######## design 1 ########
Figure 1. Routing congestion map (design 1).
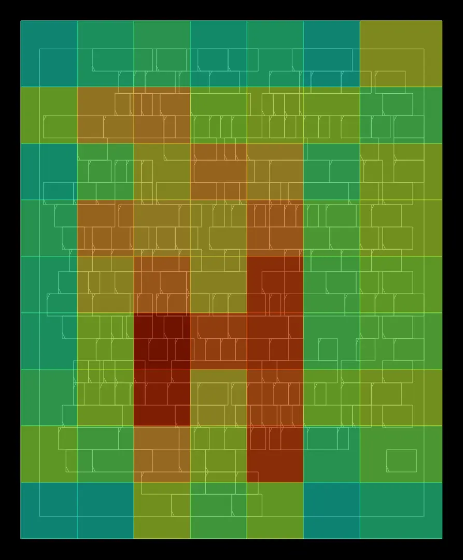

===== src/rtl/matmul_pkg.sv =====
// Shared definitions for the 2x2 matmul slice: element sizing and the host
// sequencer state encoding.
package matmul_pkg;

  localparam int DATA_W = 8;
  localparam int N_ELEM = 4;
  localparam int IDX_W  = $clog2(N_ELEM);

  typedef enum logic [1:0] {
    LOAD_A = 2'd0,
    LOAD_B = 2'd1,
    WAIT   = 2'd2,
    DRAIN  = 2'd3
  } state_e;

endpackage


===== src/rtl/matmul_host_seq.sv =====
// Byte-stream front end for the 2x2 matmul controller: loads A then B one
// element per accepted byte, waits for done, then streams C out.
module matmul_host_seq
  import matmul_pkg::*;
#(
  parameter int DONE_TIMEOUT = 64
) (
  input  logic              clk,
  input  logic              rst,
  input  logic              in_valid,
  output logic              in_ready,
  input  logic [DATA_W-1:0] in_byte,
  output logic              out_valid,
  input  logic              out_ready,
  output logic [DATA_W-1:0] out_byte,
  output logic              busy,
  output logic              err,
  output logic              ld_en,
  output logic              ld_sel_ab,
  output logic [IDX_W-1:0]  ld_index,
  output logic [DATA_W-1:0] ld_data,
  output logic              rd_en,
  output logic [IDX_W-1:0]  rd_sel,
  input  logic [DATA_W-1:0] rd_data,
  input  logic              mm_done
);

  localparam logic [1:0] ST_LOAD_A = LOAD_A;
  localparam logic [1:0] ST_LOAD_B = LOAD_B;
  localparam logic [1:0] ST_WAIT   = WAIT;
  localparam logic [1:0] ST_DRAIN  = DRAIN;

  localparam logic [IDX_W-1:0] IDX_LAST = IDX_W'(N_ELEM - 1);

  // The wait counter only needs to reach DONE_TIMEOUT-1; with the timeout
  // disabled it saturates so the "first WAIT cycle" marker stays valid.
  localparam int              WAIT_W    = (DONE_TIMEOUT > 1) ? $clog2(DONE_TIMEOUT) : 1;
  localparam logic [WAIT_W-1:0] WAIT_LAST = WAIT_W'(DONE_TIMEOUT - 1);

  logic [1:0]        state;
  logic [IDX_W-1:0]  idx;
  logic [WAIT_W-1:0] wait_cnt;
  logic              accept;
  logic              draining;

  assign accept   = in_valid & in_ready;
  assign draining = (state == ST_DRAIN);

  always_ff @(posedge clk) begin
    if (rst) begin
      state     <= ST_LOAD_A;
      idx       <= '0;
      wait_cnt  <= '0;
      in_ready  <= 1'b0;
      err       <= 1'b0;
      ld_en     <= 1'b0;
      ld_sel_ab <= 1'b0;
      ld_index  <= '0;
      ld_data   <= '0;
    end else begin
      ld_en <= 1'b0;
      case (state)
        ST_LOAD_A, ST_LOAD_B: begin
          in_ready <= 1'b1;
          if (accept) begin
            ld_en     <= 1'b1;
            ld_sel_ab <= (state == ST_LOAD_B);
            ld_index  <= idx;
            ld_data   <= in_byte;
            idx       <= (idx == IDX_LAST) ? '0 : idx + IDX_W'(1);
            if (idx == IDX_LAST) begin
              if (state == ST_LOAD_A) begin
                state <= ST_LOAD_B;
              end else begin
                state    <= ST_WAIT;
                in_ready <= 1'b0;
                wait_cnt <= '0;
              end
            end
          end
        end
        // A nonzero count means the final ld_en pulse has already been seen
        // by the controller, so its done level can be trusted.
        ST_WAIT: begin
          if ((wait_cnt != '0) && mm_done) begin
            state    <= ST_DRAIN;
            wait_cnt <= '0;
          end else if ((DONE_TIMEOUT != 0) && (wait_cnt == WAIT_LAST)) begin
            err      <= 1'b1;
            state    <= ST_LOAD_A;
            idx      <= '0;
            wait_cnt <= '0;
            in_ready <= 1'b1;
          end else if (wait_cnt != '1) begin
            wait_cnt <= wait_cnt + WAIT_W'(1);
          end
        end
        ST_DRAIN: begin
          if (out_ready) begin
            if (idx == IDX_LAST) begin
              state    <= ST_LOAD_A;
              idx      <= '0;
              in_ready <= 1'b1;
            end else begin
              idx <= idx + IDX_W'(1);
            end
          end
        end
        default: state <= ST_LOAD_A;
      endcase
    end
  end

  assign out_valid = draining;
  assign rd_en     = draining;
  assign rd_sel    = draining ? idx : '0;
  assign out_byte  = draining ? rd_data : '0;
  assign busy      = (state != ST_LOAD_A) | (idx != '0);

endmodule


===== config.mk =====
export PLATFORM = sky130hd
export DESIGN_NAME = matmul_host_seq
export DESIGN_NICKNAME = d
export VERILOG_FILES = /design/src/rtl/matmul_pkg.sv /design/src/rtl/matmul_host_seq.sv
export SDC_FILE = /design/constraint.sdc
export NUM_CORES = 1
export LEC_CHECK = 0
export CAP_MARGIN = 10
export CORE_ASPECT_RATIO = 1.25
export CORE_MARGIN = 2
export CORE_UTILIZATION = 43
export DETAILED_ROUTE_END_ITERATION = 6
export PLACE_DENSITY = 0.87
export SYNTH_ARGS = -nofsm -noshare
export SYNTH_HDL_FRONTEND = slang
export SYNTH_SLANG_ARGS = --single-unit

===== constraint.sdc =====
create_clock -name clk -period 2.2 [get_ports clk]
set_clock_uncertainty 0.1 [all_clocks]
set_input_delay 0.22 -clock clk [delete_from_list [all_inputs] [get_ports clk]]
set_output_delay 0.22 -clock clk [all_outputs]
set_load 0.02 [all_outputs]

######## design 2 ########
File: src/rtl/multu_sequencer.sv
// Control sequencer for the 32-iteration shift-add MULTU unit: load/step/write strobes,
// HI/LO write timing and EX-stage stalls for instructions that depend on the busy unit.
module multu_sequencer #(
  parameter int ITER  = 32,
  parameter int CNT_W = 6
) (
  input  logic             clk,
  input  logic             reset,
  input  logic [5:0]       funct,
  input  logic             valid,
  input  logic             flush,
  output logic             mul_load,
  output logic             mul_step,
  output logic             hilo_we,
  output logic             busy,
  output logic             stall,
  output logic [CNT_W-1:0] cycle_cnt,
  output logic [5:0]       alu_sel
);

  localparam logic [5:0] F_MULTU = 6'b011001;
  localparam logic [5:0] F_MFHI  = 6'b010000;
  localparam logic [5:0] F_MFLO  = 6'b010010;
  localparam logic [5:0] SEL_HL  = 6'b111111;
  localparam logic [CNT_W-1:0] LAST = CNT_W'(ITER - 1);

  typedef enum logic [1:0] {S_IDLE, S_RUN, S_WRITE} state_t;

  state_t           r_state;
  logic [CNT_W-1:0] r_cnt;

  logic w_live, w_dep, w_hz, w_trig;

  // A flushed instruction neither starts a multiply nor waits on one.
  assign w_live = valid & ~flush;
  assign w_dep  = (funct == F_MFHI) | (funct == F_MFLO) | (funct == F_MULTU);
  assign w_hz   = w_live & busy & w_dep;
  assign w_trig = w_live & ~stall & (funct == F_MULTU);

  assign busy      = (r_state != S_IDLE);
  assign mul_step  = (r_state == S_RUN);
  assign hilo_we   = (r_state == S_WRITE);
  assign stall     = w_hz;
  assign mul_load  = w_trig & (r_state == S_IDLE) & ~reset;
  assign cycle_cnt = r_cnt;
  assign alu_sel   = hilo_we ? SEL_HL : funct;

  always_ff @(posedge clk or posedge reset) begin
    if (reset) begin
      r_state <= S_IDLE;
      r_cnt   <= '0;
    end else begin
      case (r_state)
        S_IDLE: begin
          if (w_trig) begin
            r_state <= S_RUN;
            r_cnt   <= '0;
          end
        end
        S_RUN: begin
          if (r_cnt == LAST) begin
            r_state <= S_WRITE;
            r_cnt   <= '0;
          end else begin
            r_cnt <= r_cnt + 1'b1;
          end
        end
        S_WRITE: r_state <= S_IDLE;
        default: begin
          r_state <= S_IDLE;
          r_cnt   <= '0;
        end
      endcase
    end
  end

endmodule

File: config.mk
export PLATFORM = sky130hd
export DESIGN_NAME = multu_sequencer
export DESIGN_NICKNAME = d
export VERILOG_FILES = /design/src/rtl/multu_sequencer.sv
export SDC_FILE = /design/constraint.sdc
export NUM_CORES = 1
export LEC_CHECK = 0
export ABC_AREA = 1
export ABC_CLOCK_PERIOD_IN_PS = 3600
export CAP_MARGIN = 20
export CORE_UTILIZATION = 41
export CTS_BUF_LIST = sky130_fd_sc_hd__clkbuf_16
export CTS_CLUSTER_SIZE = 30
export DETAILED_ROUTE_END_ITERATION = 8
export PLACE_DENSITY = 0.83
export SYNTH_ARGS = -nofsm -noshare
export SYNTH_HDL_FRONTEND = slang
export SYNTH_SLANG_ARGS = --single-unit
File: constraint.sdc
create_clock -name clk -period 3.6 [get_ports clk]
set_input_delay 0.72 -clock clk [delete_from_list [all_inputs] [get_ports clk]]
set_output_delay 0.72 -clock clk [all_outputs]
set_load 0.1 [all_outputs]
######## design 3 ########
<file path="config.mk">
export PLATFORM = sky130hd
export DESIGN_NAME = detecta_padrao_serial_param
export DESIGN_NICKNAME = d
export VERILOG_FILES = /design/src/rtl/detecta_padrao_serial_param.sv
export SDC_FILE = /design/constraint.sdc
export NUM_CORES = 1
export LEC_CHECK = 0
export ABC_AREA = 0
export CAP_MARGIN = 30
export CORE_AREA = 2 2 45 47
export DETAILED_ROUTE_END_ITERATION = 6
export DIE_AREA = 0 0 47 49
export GPL_ROUTABILITY_DRIVEN = 0
export PLACE_DENSITY_LB_ADDON = 0.2
export SLEW_MARGIN = 10
export SYNTH_ARGS = -nofsm -noshare
export SYNTH_HDL_FRONTEND = slang
export SYNTH_SLANG_ARGS = --single-unit
</file>
<file path="constraint.sdc">
create_clock -name clk -period 5.4 [get_ports clk]
set_input_delay 0.81 -clock clk [delete_from_list [all_inputs] [get_ports clk]]
set_output_delay 0.81 -clock clk [all_outputs]
set_load 0.01 [all_outputs]
</file>
<file path="src/rtl/detecta_padrao_serial_param.sv">
// Serial pattern detector: WIDTH-bit shift window compared against a
// programmable pattern under a mask, with overlap control and saturating count.
module detecta_padrao_serial_param #(
  parameter int WIDTH = 4,
  parameter int CNT_W = 8
) (
  input  logic             clk,
  input  logic             reset,
  input  logic             en,
  input  logic             x,
  input  logic [WIDTH-1:0] pattern,
  input  logic [WIDTH-1:0] mask,
  input  logic             overlap,
  input  logic             clear_cnt,
  output logic             match,
  output logic [CNT_W-1:0] match_count,
  output logic             full
);
  localparam int              FW       = $clog2(WIDTH + 1);
  localparam logic [FW-1:0]    FILL_MAX = FW'(WIDTH);
  localparam logic [CNT_W-1:0] CNT_MAX  = {CNT_W{1'b1}};
  localparam logic [CNT_W-1:0] CNT_ONE  = CNT_W'(1'b1);

  logic [WIDTH-1:0] sr_r;
  logic [FW-1:0]    fill_r;
  logic             match_r;
  logic [CNT_W-1:0] cnt_r;

  logic [WIDTH-1:0] window_s;
  logic [WIDTH-1:0] sr_next_s;
  logic [FW-1:0]    fill_inc_s;
  logic [FW-1:0]    fill_next_s;
  logic             hit_s;
  logic [CNT_W-1:0] cnt_next_s;

  // Next-state: window shift, fill gating, hit decision and counter update.
  always_comb begin
    window_s    = (sr_r << 1'b1) | {{(WIDTH-1){1'b0}}, x};
    sr_next_s   = sr_r;
    fill_inc_s  = fill_r;
    fill_next_s = fill_r;
    hit_s       = 1'b0;
    cnt_next_s  = cnt_r;

    if (fill_r != FILL_MAX) begin
      fill_inc_s = fill_r + 1'b1;
    end else begin
      fill_inc_s = fill_r;
    end

    if (en) begin
      sr_next_s = window_s;
      hit_s     = (fill_inc_s == FILL_MAX) &&
                  (((window_s ^ pattern) & mask) == {WIDTH{1'b0}});
      // Non-overlap mode re-arms by demanding WIDTH fresh bits.
      if (hit_s && !overlap) begin
        fill_next_s = {FW{1'b0}};
      end else begin
        fill_next_s = fill_inc_s;
      end
    end else begin
      sr_next_s   = sr_r;
      fill_next_s = fill_r;
    end

    if (clear_cnt) begin
      cnt_next_s = hit_s ? CNT_ONE : {CNT_W{1'b0}};
    end else if (hit_s && (cnt_r != CNT_MAX)) begin
      cnt_next_s = cnt_r + 1'b1;
    end else begin
      cnt_next_s = cnt_r;
    end
  end

  // State registers with synchronous active-low reset.
  always_ff @(posedge clk) begin
    if (!reset) begin
      sr_r    <= {WIDTH{1'b0}};
      fill_r  <= {FW{1'b0}};
      match_r <= 1'b0;
      cnt_r   <= {CNT_W{1'b0}};
    end else begin
      sr_r    <= sr_next_s;
      fill_r  <= fill_next_s;
      match_r <= hit_s;
      cnt_r   <= cnt_next_s;
    end
  end

  assign match       = match_r;
  assign match_count = cnt_r;
  assign full        = (fill_r == FILL_MAX);

endmodule

</file>
######## design 4 ########
$ cat config.mk
export PLATFORM = sky130hd
export DESIGN_NAME = tpx3_packet_merger
export DESIGN_NICKNAME = d
export VERILOG_FILES = /design/src/rtl/tpx3_rx_pkg.sv /design/src/rtl/tpx3_packet_merger_sat_counter.sv /design/src/rtl/tpx3_packet_merger.sv
export SDC_FILE = /design/constraint.sdc
export NUM_CORES = 1
export LEC_CHECK = 0
export CORE_MARGIN = 2
export CORE_UTILIZATION = 49
export DETAILED_ROUTE_END_ITERATION = 10
export PLACE_DENSITY = 0.95
export SYNTH_ARGS = -nofsm -noshare
export SYNTH_HDL_FRONTEND = slang
export SYNTH_SLANG_ARGS = --single-unit
$ cat constraint.sdc
create_clock -name WCLK -period 3.7 [get_ports WCLK]
set_input_delay 0.74 -clock WCLK [delete_from_list [all_inputs] [get_ports WCLK]]
set_output_delay 0.74 -clock WCLK [all_outputs]
set_load 0.01 [all_outputs]
$ cat src/rtl/tpx3_rx_pkg.sv
// tpx3_rx_pkg: shared widths and FSM state type for the Timepix3 receive path
package tpx3_rx_pkg;
    localparam int WORD_W   = 25;
    localparam int HALF_W   = 24;
    localparam int PKT_W    = 48;
    localparam int FLAG_BIT = 24;

    typedef enum logic {EMPTY, HALF} state_t;
endpackage

$ cat src/rtl/tpx3_packet_merger_sat_counter.sv
// sat_counter: saturating up-counter with synchronous clear and increment enable
module sat_counter #(
    parameter int CNT_W = 8
) (
    input  logic             WCLK,
    input  logic             RESET,
    input  logic             clr,
    input  logic             inc,
    output logic [CNT_W-1:0] cnt
);
    logic [CNT_W-1:0] cnt_q, cnt_d;

    // clear wins over increment; hold once all ones
    always_comb cnt_d = clr ? '0 : (inc && !(&cnt_q)) ? cnt_q + 1'b1 : cnt_q;

    // counter register
    always_ff @(posedge WCLK) begin
        if (RESET) cnt_q <= '0;
        else       cnt_q <= cnt_d;
    end

    assign cnt = cnt_q;
endmodule

$ cat src/rtl/tpx3_packet_merger.sv
// tpx3_packet_merger: joins 25-bit half-packet words into 48-bit packets; error counters under TPX3_MERGE_ERR_CNT_EN
module tpx3_packet_merger
    import tpx3_rx_pkg::*;
#(
    parameter int CNT_W     = 8,
    parameter int PKT_CNT_W = 16
) (
    input  logic                 WCLK,
    input  logic                 RESET,
    input  logic                 enable,
    input  logic                 err_reset,
    input  logic [WORD_W-1:0]    fifo_data,
    input  logic                 fifo_empty,
    output logic                 fifo_read,
    output logic [PKT_W-1:0]     out_data,
    output logic                 out_valid,
    input  logic                 out_ready,
    output logic [PKT_CNT_W-1:0] pkt_cnt,
    output logic [CNT_W-1:0]     orphan_cnt,
    output logic [CNT_W-1:0]     dup_first_cnt
);
    state_t               state_q, state_d;
    logic [HALF_W-1:0]    hold_q, hold_d;
    logic [PKT_W-1:0]     out_data_q, out_data_d;
    logic                 out_valid_q, out_valid_d;
    logic [PKT_CNT_W-1:0] pkt_cnt_q, pkt_cnt_d;
    logic                 orphan_inc, dup_inc, flag;

    assign flag      = fifo_data[FLAG_BIT];
    assign fifo_read = enable & ~RESET & ~fifo_empty & (~out_valid_q | out_ready);

    // pair halves, retire accepted packets, and flag framing errors
    always_comb begin
        state_d     = state_q;
        hold_d      = hold_q;
        out_data_d  = out_data_q;
        out_valid_d = out_valid_q & ~out_ready;
        pkt_cnt_d   = pkt_cnt_q;
        orphan_inc  = 1'b0;
        dup_inc     = 1'b0;
        if (!enable) begin
            state_d = EMPTY;
        end else if (fifo_read) begin
            if (flag) begin
                hold_d  = fifo_data[HALF_W-1:0];
                state_d = HALF;
                dup_inc = (state_q == HALF);
            end else if (state_q == HALF) begin
                out_data_d  = {hold_q, fifo_data[HALF_W-1:0]};
                out_valid_d = 1'b1;
                pkt_cnt_d   = pkt_cnt_q + 1'b1;
                state_d     = EMPTY;
            end else begin
                orphan_inc = 1'b1;
            end
        end
    end

    // state and datapath registers
    always_ff @(posedge WCLK) begin
        if (RESET) begin
            state_q     <= EMPTY;
            hold_q      <= '0;
            out_data_q  <= '0;
            out_valid_q <= 1'b0;
            pkt_cnt_q   <= '0;
        end else begin
            state_q     <= state_d;
            hold_q      <= hold_d;
            out_data_q  <= out_data_d;
            out_valid_q <= out_valid_d;
            pkt_cnt_q   <= pkt_cnt_d;
        end
    end

    assign out_data  = out_data_q;
    assign out_valid = out_valid_q;
    assign pkt_cnt   = pkt_cnt_q;

`ifdef TPX3_MERGE_ERR_CNT_EN
    sat_counter #(.CNT_W(CNT_W)) u_orphan_cnt (
        .WCLK(WCLK), .RESET(RESET), .clr(err_reset), .inc(orphan_inc), .cnt(orphan_cnt)
    );
    sat_counter #(.CNT_W(CNT_W)) u_dup_first_cnt (
        .WCLK(WCLK), .RESET(RESET), .clr(err_reset), .inc(dup_inc), .cnt(dup_first_cnt)
    );
`else
    logic unused_err;
    assign unused_err    = err_reset ^ orphan_inc ^ dup_inc;
    assign orphan_cnt    = '0;
    assign dup_first_cnt = '0;
`endif
endmodule


==> layout pictures side by side <==
Metal 2.
Cells faint in the background.
(a)
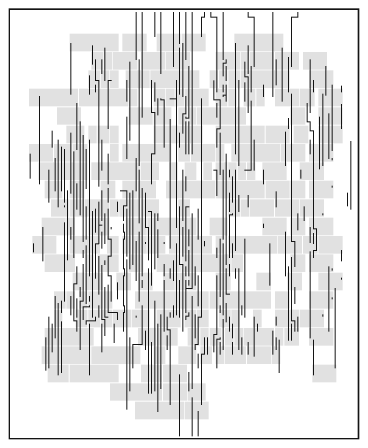
(b)
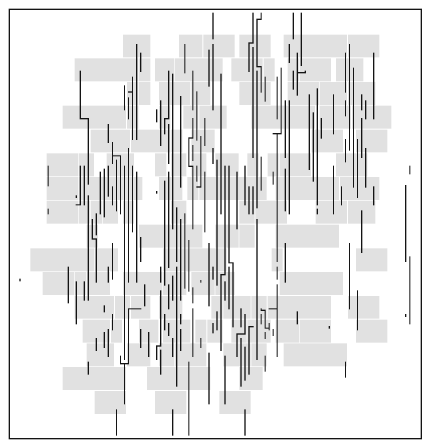
(c)
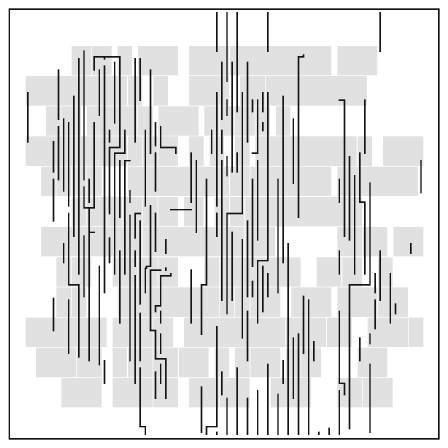
(d)
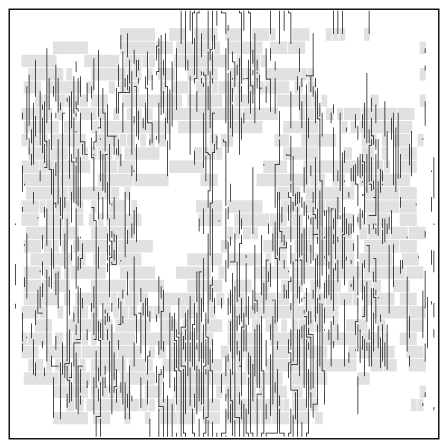
design 2 -> (c)
design 1 -> (a)
design 3 -> (b)
design 4 -> (d)

Figure 2. Selected gate families (design 1).
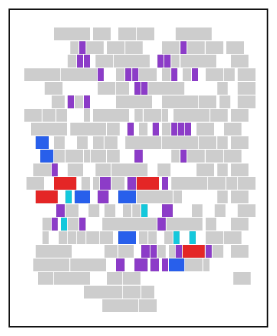
| family | colour | cells | most used |
|---|---|---|---|
| adder and majority cells | red | 4 | ha_1 |
| AND-OR and OR-AND gates | blue | 6 | a21o_1 |
| NAND gates | purple | 40 | nand2_1 |
| inverters | cyan | 5 | inv_1 |

## Picture notes: Figure 1
GRT met2 Usage: 38.5%
fraction of met1 tracks used by global routing: 20.7%

==> run notes, design 1 <==
The implementation run finished. Per the post-place timing report, worst setup slack is 0.221 ns. Cell count after synthesis landed at about 150. Per the area breakdown, the dominant cell category is logic gates. Proportion of power drawn by the clock network landed at 35.9%. For hold timing, the worst endpoint is ld_data[0]. Power dissipated in the clock network landed at between 0.3 and 0.4 mW. Total power divided by cell area landed at a little over 500 mW/mm^2. After routing the design area is 0.00177 sq mm. The synthesis report lists the Yosys warning total as 0. The synthesized netlist devotes 1.45% of its cell area to XOR and XNOR gates. Number of warnings the tools reported landed at 28. Relative area change from synthesis to final layout landed at 46.2%. In the final report, the number of pins over their slew limit comes to 0. Per STA, the startpoint of the critical path is state[1]. Number of setup buffers added after CTS landed at 0.

In this run the static leakage power is 0.713 nW. STA classifies the critical path endpoint as an output port. The power report lists the combinational group at 0.118 mW. CTS placed an instance of sky130_fd_sc_hd__clkbuf_4 at the clock tree root. Number of vias per cell after detailed routing landed at approximately 5.4. Worst-case headroom to the max-slew limit landed at about two thirds. Summed over its instances, the top area cell type makes up about two fifths of the synthesized netlist area. On the worst setup and hold paths after CTS, the clock-pin slew comes to 0.13 ns.

Global-route wire length before repair landed at about 5200 um. Power dissipated by switching net loads landed at 0.196 mW. Count of inverters not on the clock network in the layout landed at 5. Per the placement report, the placed cell count is around 230. Peak per-stage delay on the critical path landed at about 0.60 ns. For this block, the via count after detailed routing is approximately 1300. In this run the critical path is formed by and3_1 -> clkdlybuf4s50_1.

The layer flagged by global routing as most heavily used is met2. Post-synthesis async set-or-reset flop share landed at 0%. Sorting the Yosys area breakdown by cell type puts at the top sky130_fd_sc_hd__dfxtp_1.

The synthesis stats list as the most numerous cell sky130_fd_sc_hd__nand2_1. The power report shows net switching accounting for 22.0% of the total. Number of flip-flops and latches in the synthesized netlist landed at 24.

Minimum hold slack landed at 0.333 ns. Mux contribution to synthesized area landed at less than 1%. The area taken by multi-input combinational cells is reported as approximately 660 sq um. Sequential cell power landed at 0.454 mW. The flow ran to the end, and the final reports show no timing, DRC or antenna violations.

Met1 layer wirelength in the final routing landed at roughly 1200 um. In the final layout, flip-flops and latches occupy just under 500 sq um. The layout report gives the multi-input gate share of total cell area as between 30% and 40%. No sink is reached through more buffers than the 2 on the longest clock path.
Figure 3. Routing congestion map (design 2).
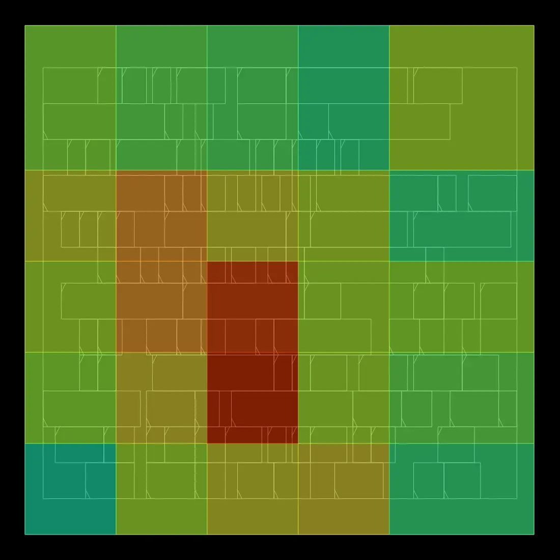
routed wirelength normalized by instance count: 12.9 um
fraction of met1 tracks used by global routing: 29.5%
GRT met2 Usage: 43.8%
most used routing layer in global routing: met2

==> run notes, design 2 <==
The implementation run finished. The flow ran to the end, and the final reports show no timing, DRC or antenna violations. Global placement routability congestion landed at 0.828. Total stage count of the critical path landed at 6.

The worst setup path is launched from an input port. Placed standard-cell area landed at around 820 sq um. In the final design database the tool counted around 120 nets.

Number of nets at floorplan landed at 87. For this design, the sink count on the clock tree is 8. Per the final report, max-transition violations number 0. The synthesized design contains 0 enable-type register cells. Non-clock buffering takes up between 20% and 30% of total cell area after layout. In this run the top signal layer used is met4.

Met3 layer usage reported by global route landed at about 3.5%. Number of warnings the tools reported landed at 26. In the floorplan report the effective utilization is 46.8%. Wire segments on met2 add up to 818 um in the final route. In this run, synthesis produced a sequential element count of 8. The power report lists the combinational group at between 0.1 and 0.15 mW. The clock arrives with between 0.0015 and 0.002 ns of skew.
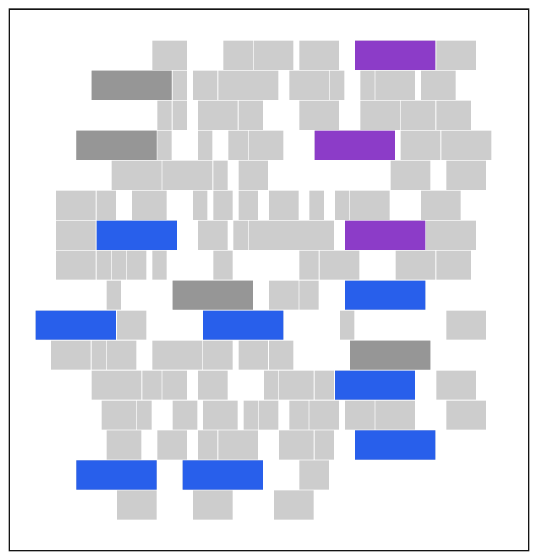
Figure 4: design 3, sequential cells coloured by netlist name.
Other sequential cells in the stronger grey, the rest of the logic in the fainter grey.
| name in the netlist | colour | sequential cells |
|---|---|---|
| sr_r | purple | 3 |
| match_count | blue | 8 |
not coloured: 4

==> run notes, design 3 <==
The implementation run finished. The clock tree has to reach 15 sinks. Average cell area after synthesis landed at approximately 9 sq um. Iteration count of the initial detailed-routing pass landed at 4. Logged for this run, the post-placement worst setup slack is roughly 2.6 ns. Count of multi-input combinational gates landed at 68. Hold analysis shows the worst path with a depth of 2. Final net count landed at between 100 and 150. According to the Yosys statistics, the synthesized design has a chip area of between 800 and 900 sq um. Combinational logic is responsible for between 10% and 20% of the overall power.

Number of buffers outside the clock class in the layout landed at 23. On the critical path, the stage with the largest delay is an instance of sky130_fd_sc_hd__clkdlybuf4s50_1. The global routing report lists combined usage of all routing layers as a little under a fifth.

Summing all flip-flop and latch instances after layout gives roughly 300 sq um. Per the OpenROAD floorplan log, the width of the die is ~47 um. Looking at the hold checks, the worst path lands on match_count[6]. Number of flip-flops and latches landed at 15.

Detailed placement reports a standard cell area of approximately 0.0011 sq mm. Area fraction in full adders, half adders and majority gates landed at about 4.5%. Setup repair after global routing left no endpoint under its margin. Maximum number of pins on one net before global-route repair landed at 18. Per the synthesis report, the dominant area consumer among library cells is sky130_fd_sc_hd__dfxtp_1. Gates resized during post-CTS repair numbered 0. Per STA, the worst path is made up of clkdlybuf4s50_1 -> o21ai_1 -> a31oi_2 -> nand4_4 -> or4_1 -> a21oi_1. Detailed-routed wire length on met3 landed at between 100 and 150 um.

Fmax landed at between 300 and 400 MHz. Area of the die landed at 0.00230 sq mm. Count of input and output buffers landed at 23.

The run finished with clean final reports. Via count of the first global-routing pass landed at about 740. In the post-synthesis netlist, the biggest area contributors are sky130_fd_sc_hd__dfxtp_1, sky130_fd_sc_hd__mux2i_1, sky130_fd_sc_hd__ha_1. Peak per-stage delay on the critical path landed at 0.66 ns. Detailed-route iteration 0 reported a violation count of 4. In this run the core area contains 16 standard-cell rows. The post-route netlist has approximately a tenth of its cells at a drive strength greater than 1. The area fraction of the largest cell type after synthesis is 36.1%. In this run the power spent charging and discharging nets is around 0.06 mW. IR analysis of the VDD net gives a maximum drop of between 0.1 and 0.15 mV.

Relative area change from synthesis to final layout landed at 32.9%. The most critical hold endpoint after final layout shows a slack of approximately 0.50 ns. Final wirelength landed at 1870 um. In the power breakdown, the biggest contributor is sequential cells.

Power dissipated in the clock network landed at ~0.067 mW. After routing the design area is roughly 0.0011 sq mm.
Figure 5. Routing congestion map (design 4).
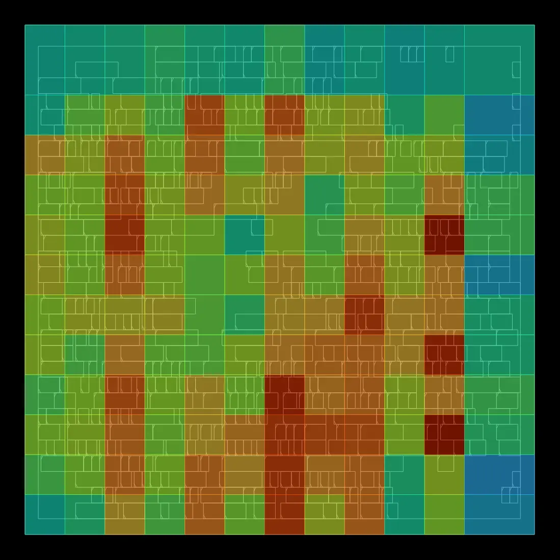
fraction of met1 tracks used by global routing: 25.7%
routed wirelength normalized by instance count: 13.9 um
routing usage on met3: 5.66%

==> run notes, design 4 <==
The implementation run finished. Number of vias per cell after detailed routing landed at around 5.2. Logic depth along the worst register-to-register path is recorded as 5. Clock buffers in the final layout number 9.

In this run the power density over the cells is about 370 mW/mm^2. According to the timing report, the critical path is launched from out_ready. Transition at the pin with the smallest max-transition slack landed at 0.881 ns. The worst pin sits at a relative slew slack of approximately two fifths. Area fraction in full adders, half adders and majority gates landed at less than 1%.

Number of nets still failing antenna checks after routing landed at 0. The final critical path takes up 82.6% of the cycle. In this run the critical path is formed by clkdlybuf4s50_1 -> nand2b_1 -> nand2_1 -> inv_1 -> clkdlybuf4s50_1. Ranked by total cell area, the synthesized netlist is headed by sky130_fd_sc_hd__dfxtp_1, sky130_fd_sc_hd__nand2_1, sky130_fd_sc_hd__a21oi_1. The timing report gives the clock slew at the launch and capture registers of the worst setup and hold paths as around 0.09 ns.

Per the OpenROAD timing report, the critical path contains 5 cells. Setup repair after global routing left no endpoint under its margin. The run finished with clean final reports. Yosys reports that the most numerous cell types are sky130_fd_sc_hd__nand2_1, sky130_fd_sc_hd__dfxtp_1, sky130_fd_sc_hd__a21oi_1, sky130_fd_sc_hd__clkbuf_1, sky130_fd_sc_hd__buf_4.

Power after layout landed at between 1.5 and 2 mW. The layout contains a multi-input combinational cell count of 305. All-layer global routing usage landed at between 20 and 25%. Synthesis produced a netlist whose cell count is ~430. Fraction of synthesized cell area in xor and xnor cells landed at less than 1%. Worst slack at placement landed at between 0.6 and 0.7 ns. Combinational logic burns under 10% of the power. The worst setup path is launched from an input port. By area, flip-flops and latches come first.

The number of maximum-capacitance violations recorded for the run is 0. The smallest clock period supported by the final layout is computed as slightly above 3 ns. The later pin in the worst-skew pair is clocked with a latency of ~0.36 ns. STA classifies the critical path endpoint as an output port. Registers take ~0.0018 sq mm.

Cell area after layout landed at between 0.004 and 0.005 sq mm. Yosys chip area landed at ~0.0035 sq mm. Number of flip-flops and latches in the synthesized netlist landed at about 90. Combinational logic power landed at approximately 0.079 mW.

In the detailed route, the total length drawn on met3 is around 620 um. Count of input and output buffers landed at 95. The via count of the first global-routing pass was 2950.


==> gallery <==
Selected gate families.
Plate I
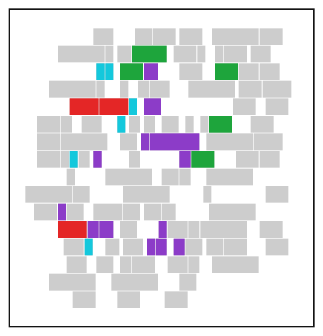
Plate II
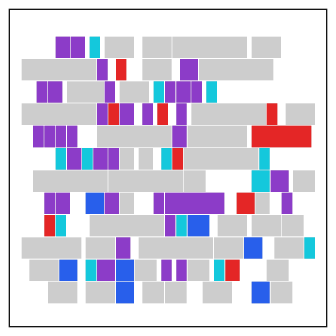
Plate III
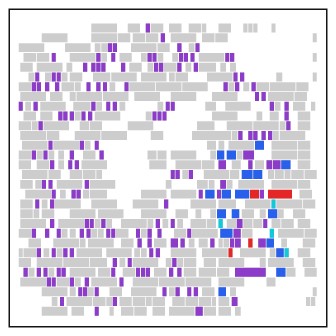
Of these, fewest cells: Plate II
design 3: Plate I
design 2: Plate II
design 4: Plate III

Power is estimated from default activity; no workload was simulated.
